######## pipeline_ctrl_flat ########
### src/rtl/pipeline_ctrl_pkg.sv
// Shared constants for the pipeline stall/flush sequencer.
package pipe_ctrl_pkg;

    // Sequencer states, kept as plain vectors so older tooling can read them
    localparam logic [1:0] ST_RUN    = 2'd0;
    localparam logic [1:0] ST_DRAIN  = 2'd1;
    localparam logic [1:0] ST_HALTED = 2'd2;

    // Register x0 is hard-wired to zero, so a load targeting it never creates a hazard
    localparam logic [4:0] REG_X0 = 5'd0;

    // Default drain length: halting instruction still has to pass EX, MEM and WB
    localparam int DEF_DRAIN_CYCLES = 3;

    // Default limit on consecutive data-memory wait cycles before declaring a fault
    localparam int DEF_MEM_TIMEOUT = 16;

endpackage

### src/rtl/pipeline_ctrl_if.sv
// Hazard inputs and stage-control outputs shared by the sequencer and the datapath.
interface pipeline_ctrl_if #(
    parameter int CNT_W = 32
);
    logic [4:0]       RD_EX;
    logic             isLoad_EX;
    logic [4:0]       RA_ID;
    logic [4:0]       RB_ID;
    logic             useRA_ID;
    logic             useRB_ID;
    logic             branch_taken_EX;
    logic             halt_ID;
    logic             dmem_req_MEM;
    logic             dmem_ready;

    logic             pc_en;
    logic             ifid_en;
    logic             ifid_flush;
    logic             idex_en;
    logic             idex_flush;
    logic             exmem_en;
    logic             memwb_bubble;
    logic             halted;
    logic             mem_fault;
    logic [CNT_W-1:0] stall_count;

    // Sequencer side: observes hazards, drives enables and flushes
    modport master (
        input  RD_EX, isLoad_EX, RA_ID, RB_ID, useRA_ID, useRB_ID,
               branch_taken_EX, halt_ID, dmem_req_MEM, dmem_ready,
        output pc_en, ifid_en, ifid_flush, idex_en, idex_flush, exmem_en,
               memwb_bubble, halted, mem_fault, stall_count
    );

    // Datapath side: reports hazards, obeys enables and flushes
    modport slave (
        output RD_EX, isLoad_EX, RA_ID, RB_ID, useRA_ID, useRB_ID,
               branch_taken_EX, halt_ID, dmem_req_MEM, dmem_ready,
        input  pc_en, ifid_en, ifid_flush, idex_en, idex_flush, exmem_en,
               memwb_bubble, halted, mem_fault, stall_count
    );

endinterface

### src/rtl/pipeline_ctrl_load_use.sv
// Combinational load-use hazard comparator; the stall is visible in the same cycle.
module load_use_detect
    import pipe_ctrl_pkg::*;
(
    input  logic [4:0] rd_ex,
    input  logic       is_load_ex,
    input  logic [4:0] ra_id,
    input  logic [4:0] rb_id,
    input  logic       use_ra_id,
    input  logic       use_rb_id,
    output logic       load_use
);

    logic hit_ra;
    logic hit_rb;

    // Flag a hazard when the load result is needed by an operand the ID instruction actually reads
    always_comb begin
        hit_ra   = use_ra_id && (ra_id == rd_ex);
        hit_rb   = use_rb_id && (rb_id == rd_ex);
        load_use = is_load_ex && (rd_ex != REG_X0) && (hit_ra || hit_rb);
    end

endmodule

### src/rtl/pipeline_ctrl.sv
// Prioritised stall/flush sequencer for the 5-stage RV32I pipeline, with halt drain,
// dmem timeout fault and a saturating stall-cycle counter.
module pipeline_ctrl
    import pipe_ctrl_pkg::*;
#(
    parameter int DRAIN_CYCLES = DEF_DRAIN_CYCLES,
    parameter int MEM_TIMEOUT  = DEF_MEM_TIMEOUT,
    parameter int CNT_W        = 32
) (
    input  logic           clk,
    input  logic           rst_n,
    pipeline_ctrl_if.master bus
);

    localparam int WAIT_W  = $clog2(MEM_TIMEOUT + 1);
    localparam int DRAIN_W = $clog2(DRAIN_CYCLES + 1);

    localparam logic [WAIT_W-1:0]  WAIT_LIMIT = WAIT_W'(MEM_TIMEOUT - 1);
    localparam logic [DRAIN_W-1:0] DRAIN_LAST = DRAIN_W'(DRAIN_CYCLES - 1);

    logic [1:0]         state;
    logic [1:0]         state_nx;
    logic [WAIT_W-1:0]  wait_cnt;
    logic [WAIT_W-1:0]  wait_nx;
    logic [DRAIN_W-1:0] drain_cnt;
    logic [DRAIN_W-1:0] drain_nx;
    logic [DRAIN_W-1:0] drain_inc;
    logic [CNT_W-1:0]   stall_count;
    logic               mem_fault;
    logic               fault_set;
    logic               stall_evt;
    logic               mem_busy;
    logic               load_use;

    load_use_detect u_load_use (
        .rd_ex      (bus.RD_EX),
        .is_load_ex (bus.isLoad_EX),
        .ra_id      (bus.RA_ID),
        .rb_id      (bus.RB_ID),
        .use_ra_id  (bus.useRA_ID),
        .use_rb_id  (bus.useRB_ID),
        .load_use   (load_use)
    );

    assign mem_busy  = bus.dmem_req_MEM && !bus.dmem_ready;
    assign drain_inc = drain_cnt + 1'b1;

    // Pick the winning action for this cycle and derive stage controls and next state
    always_comb begin
        bus.pc_en        = 1'b1;
        bus.ifid_en      = 1'b1;
        bus.ifid_flush   = 1'b0;
        bus.idex_en      = 1'b1;
        bus.idex_flush   = 1'b0;
        bus.exmem_en     = 1'b1;
        bus.memwb_bubble = 1'b0;
        bus.halted       = 1'b0;
        state_nx         = state;
        wait_nx          = wait_cnt;
        drain_nx         = drain_cnt;
        fault_set        = 1'b0;
        stall_evt        = 1'b0;

        if (state == ST_RUN || state == ST_DRAIN) begin
            if (mem_busy) begin
                bus.pc_en        = 1'b0;
                bus.ifid_en      = 1'b0;
                bus.idex_en      = 1'b0;
                bus.exmem_en     = 1'b0;
                bus.memwb_bubble = 1'b1;
                stall_evt        = 1'b1;
                if (wait_cnt == WAIT_LIMIT) begin
                    fault_set = 1'b1;
                    state_nx  = ST_HALTED;
                end else begin
                    wait_nx = wait_cnt + 1'b1;
                end
            end else begin
                wait_nx = '0;
                if (state == ST_DRAIN) begin
                    bus.pc_en      = 1'b0;
                    bus.ifid_flush = 1'b1;
                    drain_nx       = drain_inc;
                    if (drain_inc == DRAIN_LAST) begin
                        state_nx = ST_HALTED;
                    end
                end else if (bus.branch_taken_EX) begin
                    bus.ifid_flush = 1'b1;
                    bus.idex_flush = 1'b1;
                end else if (load_use) begin
                    bus.pc_en      = 1'b0;
                    bus.ifid_en    = 1'b0;
                    bus.idex_flush = 1'b1;
                    stall_evt      = 1'b1;
                end else if (bus.halt_ID) begin
                    bus.pc_en      = 1'b0;
                    bus.ifid_flush = 1'b1;
                    state_nx       = ST_DRAIN;
                    drain_nx       = '0;
                end
            end
        end else begin
            bus.pc_en        = 1'b0;
            bus.ifid_en      = 1'b0;
            bus.idex_en      = 1'b0;
            bus.exmem_en     = 1'b0;
            bus.memwb_bubble = 1'b1;
            bus.halted       = 1'b1;
        end
    end

    // Register state, wait/drain counters, sticky fault and the saturating stall counter
    always_ff @(posedge clk) begin
        if (!rst_n) begin
            state       <= ST_RUN;
            wait_cnt    <= '0;
            drain_cnt   <= '0;
            stall_count <= '0;
            mem_fault   <= 1'b0;
        end else begin
            state     <= state_nx;
            wait_cnt  <= wait_nx;
            drain_cnt <= drain_nx;
            if (fault_set) begin
                mem_fault <= 1'b1;
            end
            if (stall_evt && (stall_count != {CNT_W{1'b1}})) begin
                stall_count <= stall_count + 1'b1;
            end
        end
    end

    assign bus.mem_fault   = mem_fault;
    assign bus.stall_count = stall_count;

endmodule

### src/flat_wrapper.sv
// flat-port wrapper written by rule: the top's interface ports become plain ports
module pipeline_ctrl_flat import pipe_ctrl_pkg::*;
#(
    parameter int DRAIN_CYCLES = DEF_DRAIN_CYCLES,
    parameter int MEM_TIMEOUT  = DEF_MEM_TIMEOUT,
    parameter int CNT_W        = 32
)
  (clk, rst_n, bus_RD_EX, bus_isLoad_EX, bus_RA_ID, bus_RB_ID, bus_useRA_ID, bus_useRB_ID, bus_branch_taken_EX, bus_halt_ID, bus_dmem_req_MEM, bus_dmem_ready, bus_pc_en, bus_ifid_en, bus_ifid_flush, bus_idex_en, bus_idex_flush, bus_exmem_en, bus_memwb_bubble, bus_halted, bus_mem_fault, bus_stall_count);
  pipeline_ctrl_if #(.CNT_W(CNT_W)) bus_i ();
  input  logic clk;
  input  logic rst_n;
  input wire logic [$bits(bus_i.RD_EX)-1:0] bus_RD_EX;
  input wire logic [$bits(bus_i.isLoad_EX)-1:0] bus_isLoad_EX;
  input wire logic [$bits(bus_i.RA_ID)-1:0] bus_RA_ID;
  input wire logic [$bits(bus_i.RB_ID)-1:0] bus_RB_ID;
  input wire logic [$bits(bus_i.useRA_ID)-1:0] bus_useRA_ID;
  input wire logic [$bits(bus_i.useRB_ID)-1:0] bus_useRB_ID;
  input wire logic [$bits(bus_i.branch_taken_EX)-1:0] bus_branch_taken_EX;
  input wire logic [$bits(bus_i.halt_ID)-1:0] bus_halt_ID;
  input wire logic [$bits(bus_i.dmem_req_MEM)-1:0] bus_dmem_req_MEM;
  input wire logic [$bits(bus_i.dmem_ready)-1:0] bus_dmem_ready;
  output wire logic [$bits(bus_i.pc_en)-1:0] bus_pc_en;
  output wire logic [$bits(bus_i.ifid_en)-1:0] bus_ifid_en;
  output wire logic [$bits(bus_i.ifid_flush)-1:0] bus_ifid_flush;
  output wire logic [$bits(bus_i.idex_en)-1:0] bus_idex_en;
  output wire logic [$bits(bus_i.idex_flush)-1:0] bus_idex_flush;
  output wire logic [$bits(bus_i.exmem_en)-1:0] bus_exmem_en;
  output wire logic [$bits(bus_i.memwb_bubble)-1:0] bus_memwb_bubble;
  output wire logic [$bits(bus_i.halted)-1:0] bus_halted;
  output wire logic [$bits(bus_i.mem_fault)-1:0] bus_mem_fault;
  output wire logic [$bits(bus_i.stall_count)-1:0] bus_stall_count;
  assign bus_i.RD_EX = bus_RD_EX;
  assign bus_i.isLoad_EX = bus_isLoad_EX;
  assign bus_i.RA_ID = bus_RA_ID;
  assign bus_i.RB_ID = bus_RB_ID;
  assign bus_i.useRA_ID = bus_useRA_ID;
  assign bus_i.useRB_ID = bus_useRB_ID;
  assign bus_i.branch_taken_EX = bus_branch_taken_EX;
  assign bus_i.halt_ID = bus_halt_ID;
  assign bus_i.dmem_req_MEM = bus_dmem_req_MEM;
  assign bus_i.dmem_ready = bus_dmem_ready;
  assign bus_pc_en = bus_i.pc_en;
  assign bus_ifid_en = bus_i.ifid_en;
  assign bus_ifid_flush = bus_i.ifid_flush;
  assign bus_idex_en = bus_i.idex_en;
  assign bus_idex_flush = bus_i.idex_flush;
  assign bus_exmem_en = bus_i.exmem_en;
  assign bus_memwb_bubble = bus_i.memwb_bubble;
  assign bus_halted = bus_i.halted;
  assign bus_mem_fault = bus_i.mem_fault;
  assign bus_stall_count = bus_i.stall_count;
  pipeline_ctrl #(.DRAIN_CYCLES(DRAIN_CYCLES), .MEM_TIMEOUT(MEM_TIMEOUT), .CNT_W(CNT_W)) u_core (.clk(clk), .rst_n(rst_n), .bus(bus_i));
endmodule
### config.mk
export PLATFORM = sky130hd
export DESIGN_NAME = pipeline_ctrl_flat
export DESIGN_NICKNAME = d
export VERILOG_FILES = /design/src/rtl/pipeline_ctrl_pkg.sv /design/src/rtl/pipeline_ctrl_if.sv /design/src/rtl/pipeline_ctrl_load_use.sv /design/src/rtl/pipeline_ctrl.sv /design/src/flat_wrapper.sv
export SDC_FILE = /design/constraint.sdc
export NUM_CORES = 1
export LEC_CHECK = 0
export CAP_MARGIN = 5
export CELL_PAD_IN_SITES_DETAIL_PLACEMENT = 1
export CELL_PAD_IN_SITES_GLOBAL_PLACEMENT = 1
export CORE_ASPECT_RATIO = 0.9
export CORE_MARGIN = 5
export CORE_UTILIZATION = 35
export DETAILED_ROUTE_END_ITERATION = 10
export GPL_ROUTABILITY_DRIVEN = 0
export GPL_TIMING_DRIVEN = 1
export MAX_ROUTING_LAYER = met4
export PLACE_DENSITY = 0.85
export REMOVE_ABC_BUFFERS = 1
export SLEW_MARGIN = 10
export SYNTH_ARGS = -nofsm -noshare
export SYNTH_HDL_FRONTEND = slang
export SYNTH_SLANG_ARGS = --single-unit
### constraint.sdc
create_clock -name clk -period 2.63 [get_ports clk]
set_clock_uncertainty 0.05 [all_clocks]
set_input_delay 0.3945 -clock clk [delete_from_list [all_inputs] [get_ports clk]]
set_output_delay 0.3945 -clock clk [all_outputs]
set_load 0.01 [all_outputs]
==> results.cfg <==
; yosys + openroad results
[global_route]
met2_usage = 0.300
gr-total-overflow = 0

[floorplanning]
die-area_mm2 = 0.00839
die_y_um = 87.4

[critical_path]
reg2reg_to = u_core.bus.stall_count[25]
r2r_start = u_core.bus.stall_count[0]
required_ns = 2.19

[drt]
maxUsedRoutingLayer = met4
wl_mm = 6.75

[status]
status = complete, no violations

[finish]
sh_comb_area = 0.444
ff_count = 42
seq-cell-share = 0.260
final_nets = 384

[power]
p_total_mw = 1.24
swShare = 0.256

[logic_synthesis]
ys_sh_adder = 0.0215
post_synth.cell_area_avg_um2 = 8.21
ys_sh_xor = 0.139
synth.most_common_cell = nor2_1
synth-warning-count = 0

[cts]
clk-insertion-delay-late_ns = 0.29

[timing]
tns_ns = 0
max_freq_ghz = 0.393
## registers in the layout, summed over array words and instances (netlist names)
register	count
u_core.bus.mem_fault	1
u_core.bus.stall_count	32
u_core.drain_cnt	2
u_core.state	2
u_core.wait_cnt	5
## timing repair
action,4_1_cts,5_1_grt
gates resized,18,6
pin swaps,1,0
buffers inserted,2,0
endpoints found under the setup margin,4,2
## power groups by stage
stage	Combinational (mW)	Clock [mW]	Sequential, mW
after floorplan	0.0819	0	0.668
after global placement	0.183	0	0.669
after global routing	0.207	0.437	0.656
after detailed placement	0.188	0	0.670
final	0.190	0.396	0.655
after CTS	0.187	0.410	0.654
**pipeline_ctrl_flat: register map, names as in the netlist**

The bar under the picture is 20 µm long. Other sequential cells in the stronger gray, the rest of the logic in the fainter gray.
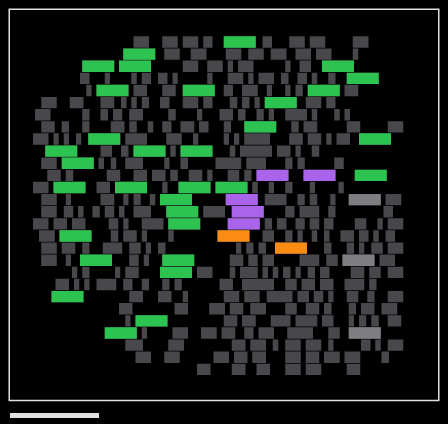
Key: green = u_core.bus.stall_count [flops 32]; purple = u_core.wait_cnt [flops 5, where center]; orange = u_core.state [flops 2]
Another 3 sequential cells are not colored.

**pipeline_ctrl_flat: the metal 1 layer**

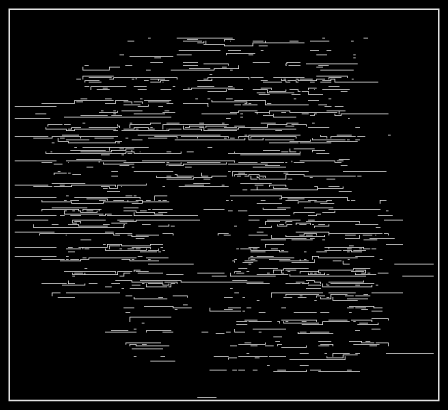
The layer holds 45% of the routed length. The wires run mostly horizontal. The layer carries 3,050 µm of wire. 354 nets have wire on it. The longest straight run is 23.9 µm.

**pipeline_ctrl_flat: routing congestion map**

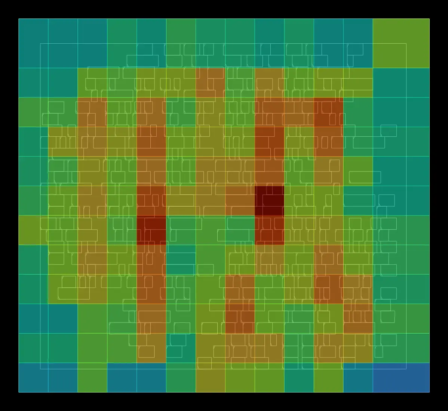
gr usage total: 0.177
Routed wire per std cell: 15.1 µm
GRT met3 Usage: 0.0259


######## pipe_stage_reg ########
**pipe_stage_reg: the metal 1 layer**

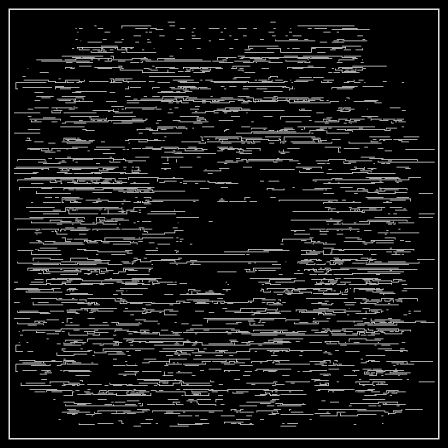
<file path="config.mk">
export PLATFORM = sky130hd
export DESIGN_NAME = pipe_stage_reg
export DESIGN_NICKNAME = d
export VERILOG_FILES = /design/src/rtl/pipe_pkg.sv /design/src/rtl/pipe_entry.sv /design/src/rtl/pipe_stage_reg.sv
export SDC_FILE = /design/constraint.sdc
export NUM_CORES = 1
export LEC_CHECK = 0
export CORE_MARGIN = 1.5
export CORE_UTILIZATION = 50
export DETAILED_ROUTE_END_ITERATION = 10
export GPL_ROUTABILITY_DRIVEN = 0
export PLACE_DENSITY = 0.84
export SLEW_MARGIN = 20
export SYNTH_ARGS = -nofsm -noshare
export SYNTH_HDL_FRONTEND = slang
export SYNTH_HIERARCHICAL = 1
export SYNTH_SLANG_ARGS = --single-unit
</file>
<file path="constraint.sdc">
create_clock -name clk -period 5.2 [get_ports clk]
set_clock_uncertainty 0.05 [all_clocks]
set_input_delay 1.04 -clock clk [delete_from_list [all_inputs] [get_ports clk]]
set_output_delay 1.04 -clock clk [all_outputs]
set_load 0.02 [all_outputs]
</file>
<file path="src/rtl/pipe_pkg.sv">
// pipe_pkg: shared types and defaults for pipeline stage registers
package pipe_pkg;
    typedef enum logic [1:0] {EMPTY, ONE, FULL} pipe_state_t;
    localparam logic [31:0] MIPS_NOP = 32'h0000_0000;
    localparam int PIPE_CNT_W = 16;
endpackage

</file>
<file path="src/rtl/pipe_entry.sv">
// pipe_entry: valid + instr + pc register with load and clear
module pipe_entry #(
    parameter int DATA_W = 32,
    parameter int PC_W = 32,
    parameter logic [DATA_W-1:0] NOP_INSTR = '0
) (
    input  logic              clk,
    input  logic              rst,
    input  logic              clr,
    input  logic              load,
    input  logic [DATA_W-1:0] d_instr,
    input  logic [PC_W-1:0]   d_pc,
    output logic              valid,
    output logic [DATA_W-1:0] instr,
    output logic [PC_W-1:0]   pc
);
    always_ff @(negedge clk)
        if (rst || clr) begin
            valid <= 1'b0;
            instr <= NOP_INSTR;
            pc <= '0;
        end else if (load) begin
            valid <= 1'b1;
            instr <= d_instr;
            pc <= d_pc;
        end
endmodule

</file>
<file path="src/rtl/pipe_stage_reg.sv">
// pipe_stage_reg: valid/ready stage register with skid entry, flush and stall counter
module pipe_stage_reg import pipe_pkg::*; #(
    parameter int DATA_W = 32,
    parameter int PC_W = 32,
    parameter logic [DATA_W-1:0] NOP_INSTR = DATA_W'(MIPS_NOP),
    parameter int CNT_W = PIPE_CNT_W
) (
    input  logic              clk,
    input  logic              rst,
    input  logic              flush,
    input  logic              in_valid,
    output logic              in_ready,
    input  logic [DATA_W-1:0] in_instr,
    input  logic [PC_W-1:0]   in_pc,
    output logic              out_valid,
    input  logic              out_ready,
    output logic [DATA_W-1:0] out_instr,
    output logic [PC_W-1:0]   out_pc,
    output logic [CNT_W-1:0]  stall_cnt
);
    logic main_v, skid_v, accept, fire, main_ld, main_clr, skid_ld, skid_clr;
    logic [DATA_W-1:0] skid_instr;
    logic [PC_W-1:0] skid_pc;
    pipe_state_t state;

    assign in_ready = !skid_v;
    assign out_valid = main_v;
    assign accept = in_valid && in_ready;
    assign fire = main_v && out_ready;
    assign state = skid_v ? FULL : main_v ? ONE : EMPTY;

    // Main refills from skid when skid is occupied, otherwise straight from the input.
    assign main_ld = !flush && (skid_v ? fire : accept && (!main_v || fire));
    assign main_clr = flush || (fire && !skid_v && !accept);
    assign skid_ld = !flush && main_v && !skid_v && accept && !fire;
    assign skid_clr = flush || (skid_v && fire);

    pipe_entry #(.DATA_W(DATA_W), .PC_W(PC_W), .NOP_INSTR(NOP_INSTR)) u_main (
        .clk(clk), .rst(rst), .clr(main_clr), .load(main_ld),
        .d_instr(skid_v ? skid_instr : in_instr), .d_pc(skid_v ? skid_pc : in_pc),
        .valid(main_v), .instr(out_instr), .pc(out_pc)
    );

    pipe_entry #(.DATA_W(DATA_W), .PC_W(PC_W), .NOP_INSTR(NOP_INSTR)) u_skid (
        .clk(clk), .rst(rst), .clr(skid_clr), .load(skid_ld),
        .d_instr(in_instr), .d_pc(in_pc),
        .valid(skid_v), .instr(skid_instr), .pc(skid_pc)
    );

    always_ff @(negedge clk)
        if (rst)
            stall_cnt <= '0;
        else if (main_v && !out_ready && !flush && stall_cnt != '1)
            stall_cnt <= stall_cnt + 1'b1;

    // Skid may only hold an entry while main does.
    assert property (@(negedge clk) disable iff (rst) state == FULL |-> main_v);
endmodule
</file>
==> results.cfg <==
; yosys + openroad results
[status]
status = complete, no violations

[power]
clockPowerShare = 0.565
p_seq_mw = 1.15

[critical_path]
required_ns = 4.11
cp_top_family = buffers and inverters

[floorplanning]
initCoreUtil = 0.518

[finish]
post-route-util = 0.761
logic_gates = 404

[logic_synthesis]
syn_area_mm2 = 0.00630
ys_cells = 594
synth_top_flop_cell = dfxtp_1

[drt]
wl_per_cell_um = 15.2

[timing]
worstMarginPinSlew_ns = 0.913

[cts]
clockBufferDepth = 2

[min_path]
min_path_cells = 2
hp-class = flip-flop to flip-flop
Notes on 'the metal 1 layer' of pipe_stage_reg above:
The wires run mostly horizontal. The longest straight run is 36.3 µm. The layer carries 6,860 µm of wire. The layer holds 42% of the routed length. 902 nets have wire on it.

-- metal layers --
metal  part of all wire  vias up  GRT usage  wire (µm)
li1                   -     2667          -          -
met1               0.42     2606      0.262       6860
met2               0.52      151      0.445       8520
met3              0.052       17      0.109        853
met4              0.013        0      0.144        212
met5                  0        -          0          0
-- final timing paths --
path | from | to | slack [ns]
worst max-delay path | u_skid/valid | in_ready | 0.04
worst max register to register | u_skid/valid | u_main/instr[28] | 2.83
worst min-delay path | u_skid/pc[29] | u_skid/pc[29] | 0.44
worst min register to register | u_skid/pc[29] | u_skid/pc[29] | 0.44

######## regfile_wb_arb ########
**regfile_wb_arb: the metal 1 layer**

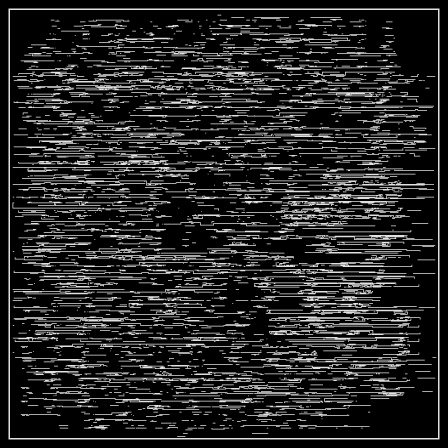
**regfile_wb_arb: the metal 2 layer**

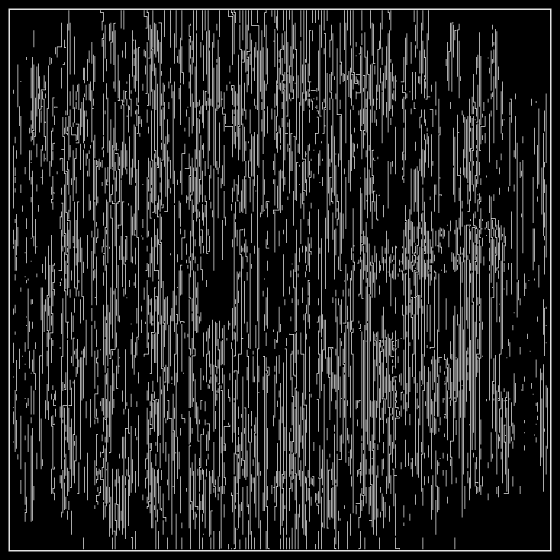
==> src/rtl/regfile_pkg.sv <==
// Shared types and constants for the register-file writeback arbiter.
package regfile_pkg;

  localparam logic [4:0] XZR_IDX = 5'd31;
  localparam int         REG_AW  = 5;
  localparam int         REG_DW  = 64;

  typedef struct packed {
    logic [REG_AW-1:0] rd;
    logic [REG_DW-1:0] data;
  } wb_req_t;

  typedef enum logic {
    GNT_ALU = 1'b0,
    GNT_MEM = 1'b1
  } gnt_e;

  // One-hot register mask that never flags the zero register.
  function automatic logic [31:0] reg_bit(input logic [REG_AW-1:0] idx);
    logic [31:0] m;
    m = 32'(1) << idx;
    m[XZR_IDX] = 1'b0;
    return m;
  endfunction

endpackage

==> src/rtl/wb_fifo.sv <==
// DEPTH-entry synchronous FIFO for writeback requests; also reports which
// destination registers are held by the live entries.
module wb_fifo
  import regfile_pkg::*;
#(
  parameter int DEPTH = 2
) (
  input  logic        clk,
  input  logic        rst,
  input  logic        push,
  input  logic        pop,
  input  wb_req_t     din,
  output logic        full,
  output logic        empty,
  output wb_req_t     head,
  output logic [31:0] rd_mask
);

  localparam int AW    = (DEPTH > 1) ? $clog2(DEPTH) : 1;
  localparam int CNT_W = AW + 1;

  wb_req_t          mem [DEPTH];
  logic [AW-1:0]    wptr, rptr, off;
  logic [CNT_W-1:0] cnt;

  assign full  = (cnt == CNT_W'(DEPTH));
  assign empty = (cnt == '0);
  assign head  = mem[rptr];

  // DEPTH is a power of two, so pointers wrap by plain overflow.
  always_ff @(posedge clk) begin
    if (rst) begin
      wptr <= '0;
      rptr <= '0;
      cnt  <= '0;
    end else begin
      if (push) begin
        mem[wptr] <= din;
        wptr      <= wptr + AW'(1);
      end
      if (pop) rptr <= rptr + AW'(1);
      cnt <= cnt + CNT_W'(push) - CNT_W'(pop);
    end
  end

  // An entry is live when its distance from the read pointer is below cnt.
  always_comb begin
    rd_mask = '0;
    off     = '0;
    for (int i = 0; i < DEPTH; i++) begin
      off = AW'(i) - rptr;
      if ({1'b0, off} < cnt) rd_mask = rd_mask | reg_bit(mem[i].rd);
    end
  end

endmodule

==> src/rtl/regfile_wb_arb.sv <==
// Two-requester (ALU, load) writeback arbiter in front of a single register
// file write port, with per-register pending-write scoreboard.
module regfile_wb_arb
  import regfile_pkg::*;
#(
  parameter int DEPTH = 2,
  parameter int RR_EN = 1
) (
  input  logic              clk,
  input  logic              rst,
  input  logic              alu_valid,
  input  logic [REG_AW-1:0] alu_rd,
  input  logic [REG_DW-1:0] alu_data,
  output logic              alu_ready,
  input  logic              mem_valid,
  input  logic [REG_AW-1:0] mem_rd,
  input  logic [REG_DW-1:0] mem_data,
  output logic              mem_ready,
  output logic [REG_AW-1:0] rd,
  output logic [REG_DW-1:0] datawr,
  output logic              regwr,
  output logic [31:0]       busy
);

  logic        alu_full, alu_empty, mem_full, mem_empty;
  logic        alu_push, mem_push, alu_pop, mem_pop;
  logic [31:0] alu_mask, mem_mask;
  wb_req_t     alu_head, mem_head, gnt_req;
  gnt_e        last_gnt, gnt_sel;
  logic        gnt_vld;

  assign alu_ready = ~alu_full;
  assign mem_ready = ~mem_full;
  assign alu_push  = alu_valid & alu_ready;
  assign mem_push  = mem_valid & mem_ready;

  wb_fifo #(.DEPTH(DEPTH)) u_alu_q (
    .clk     (clk),
    .rst     (rst),
    .push    (alu_push),
    .pop     (alu_pop),
    .din     ('{rd: alu_rd, data: alu_data}),
    .full    (alu_full),
    .empty   (alu_empty),
    .head    (alu_head),
    .rd_mask (alu_mask)
  );

  wb_fifo #(.DEPTH(DEPTH)) u_mem_q (
    .clk     (clk),
    .rst     (rst),
    .push    (mem_push),
    .pop     (mem_pop),
    .din     ('{rd: mem_rd, data: mem_data}),
    .full    (mem_full),
    .empty   (mem_empty),
    .head    (mem_head),
    .rd_mask (mem_mask)
  );

  // Tie-break: round-robin flips away from the last winner; fixed mode favours loads.
  always_comb begin
    gnt_vld = ~alu_empty | ~mem_empty;
    gnt_sel = GNT_ALU;
    if (~alu_empty && ~mem_empty)
      gnt_sel = (RR_EN != 0 && last_gnt == GNT_MEM) ? GNT_ALU : GNT_MEM;
    else if (~mem_empty)
      gnt_sel = GNT_MEM;
  end

  assign alu_pop = gnt_vld && (gnt_sel == GNT_ALU);
  assign mem_pop = gnt_vld && (gnt_sel == GNT_MEM);
  assign gnt_req = (gnt_sel == GNT_MEM) ? mem_head : alu_head;

  // XZR entries are consumed silently and leave rd/datawr untouched.
  always_ff @(posedge clk) begin
    if (rst) begin
      last_gnt <= GNT_ALU;
      regwr    <= 1'b0;
      rd       <= '0;
      datawr   <= '0;
    end else begin
      regwr <= gnt_vld && (gnt_req.rd != XZR_IDX);
      if (gnt_vld) last_gnt <= gnt_sel;
      if (gnt_vld && gnt_req.rd != XZR_IDX) begin
        rd     <= gnt_req.rd;
        datawr <= gnt_req.data;
      end
    end
  end

  always_comb begin
    busy = alu_mask | mem_mask;
    if (regwr) busy = busy | reg_bit(rd);
  end

endmodule

==> config.mk <==
export PLATFORM = sky130hd
export DESIGN_NAME = regfile_wb_arb
export DESIGN_NICKNAME = d
export VERILOG_FILES = /design/src/rtl/regfile_pkg.sv /design/src/rtl/wb_fifo.sv /design/src/rtl/regfile_wb_arb.sv
export SDC_FILE = /design/constraint.sdc
export NUM_CORES = 1
export LEC_CHECK = 0
export CAP_MARGIN = 10
export CORE_UTILIZATION = 55
export DETAILED_ROUTE_END_ITERATION = 10
export PLACE_DENSITY = 0.81
export SLEW_MARGIN = 20
export SYNTH_ARGS = -nofsm -noshare
export SYNTH_HDL_FRONTEND = slang
export SYNTH_HIERARCHICAL = 1
export SYNTH_SLANG_ARGS = --single-unit
export TNS_END_PERCENT = 100
==> constraint.sdc <==
create_clock -name clk -period 16.15 [get_ports clk]
set_input_delay 4.845 -clock clk [delete_from_list [all_inputs] [get_ports clk]]
set_output_delay 4.845 -clock clk [all_outputs]
set_load 0.005 [all_outputs]
==> results.cfg <==
; yosys + openroad results
[status]
status = complete, no violations

[cts]
post_cts_resized = 0
h-tree-depth = 2
clockBufferDepth = 3

[power]
p_switching_uw = 921
power.internal_mw = 2.12

[placed_design]
numPortBuffers = 244

[critical_path]
slowest_stage = edfxtp_1
end_kind = output pin

[drt]
wl_mm = 40.2

[timing]
tns_ns = 0

[global_route]
grt_usage = 0.273

[logic_synthesis]
ys_cells = 1177
synthDistinctLibCells = 48

[finish]
nNonClkBuffers = 253
## Picture notes: 'the metal 1 layer' of regfile_wb_arb
The layer carries 16,400 µm of wire. The layer holds 41% of the routed length.

## Picture notes: 'the metal 2 layer' of regfile_wb_arb
1,360 nets have wire on it. The layer holds 49% of the routed length. The wires run mostly vertical. The layer carries 19,800 µm of wire. The longest straight run is 58.8 µm.

state kept, by name, indices dropped and copies added, names as in the netlist, named ones only:
signal        cells
regwr             1
u_mem_q/wptr      1
u_alu_q/wptr      1
rd                5
u_alu_q/mem     138
datawr           64
u_alu_q/cnt       2
u_mem_q/mem     138
last_gnt          1
u_alu_q/rptr      1
u_mem_q/rptr      1
u_mem_q/cnt       2
per-layer routing:
metal | vias to the layer above | global-route usage | wire [µm]
met5 | - | 0 | 38
met4 | 6 | 0.0788 | 940
met3 | 75 | 0.0621 | 3060
met2 | 459 | 0.461 | 19800
met1 | 5262 | 0.353 | 16400
li1 | 4902 | - | -


==> notes/layouts.md <==
Pictures saved along the way, in no particular order.

The metal 3 layer.
image #1
The bar under the picture is 20 µm long.
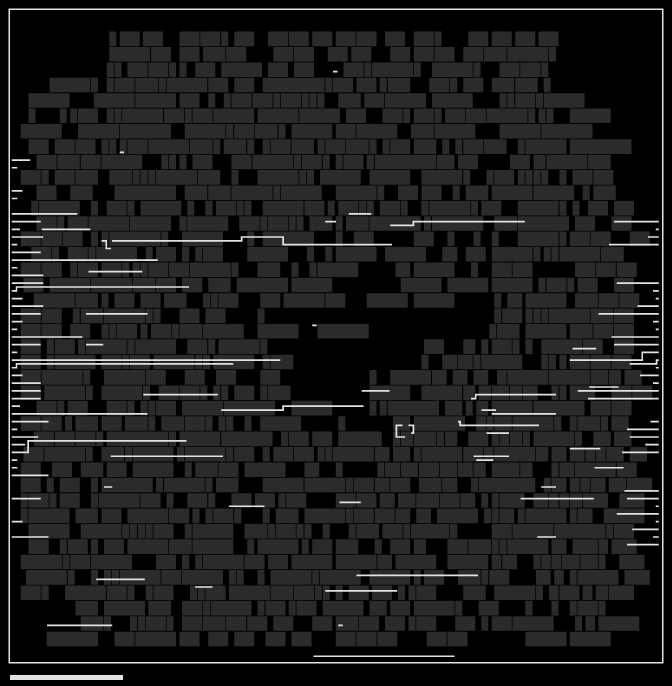
image #2
The bar under the picture is 20 µm long.
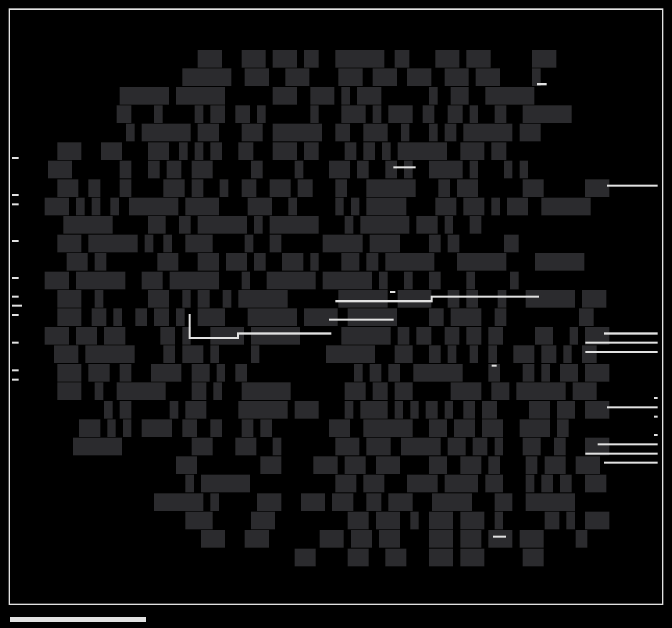
image #3
The bar under the picture is 50 µm long.
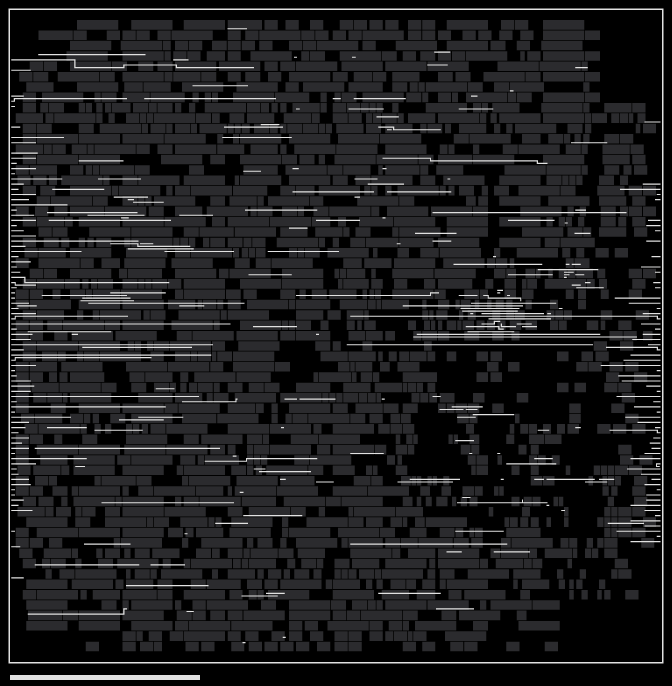
image #1: pipe_stage_reg
image #2: pipeline_ctrl_flat
image #3: regfile_wb_arb
Of these, smallest die: image #2
Of these, largest die: image #3

Power and IR drop assume default switching activity.
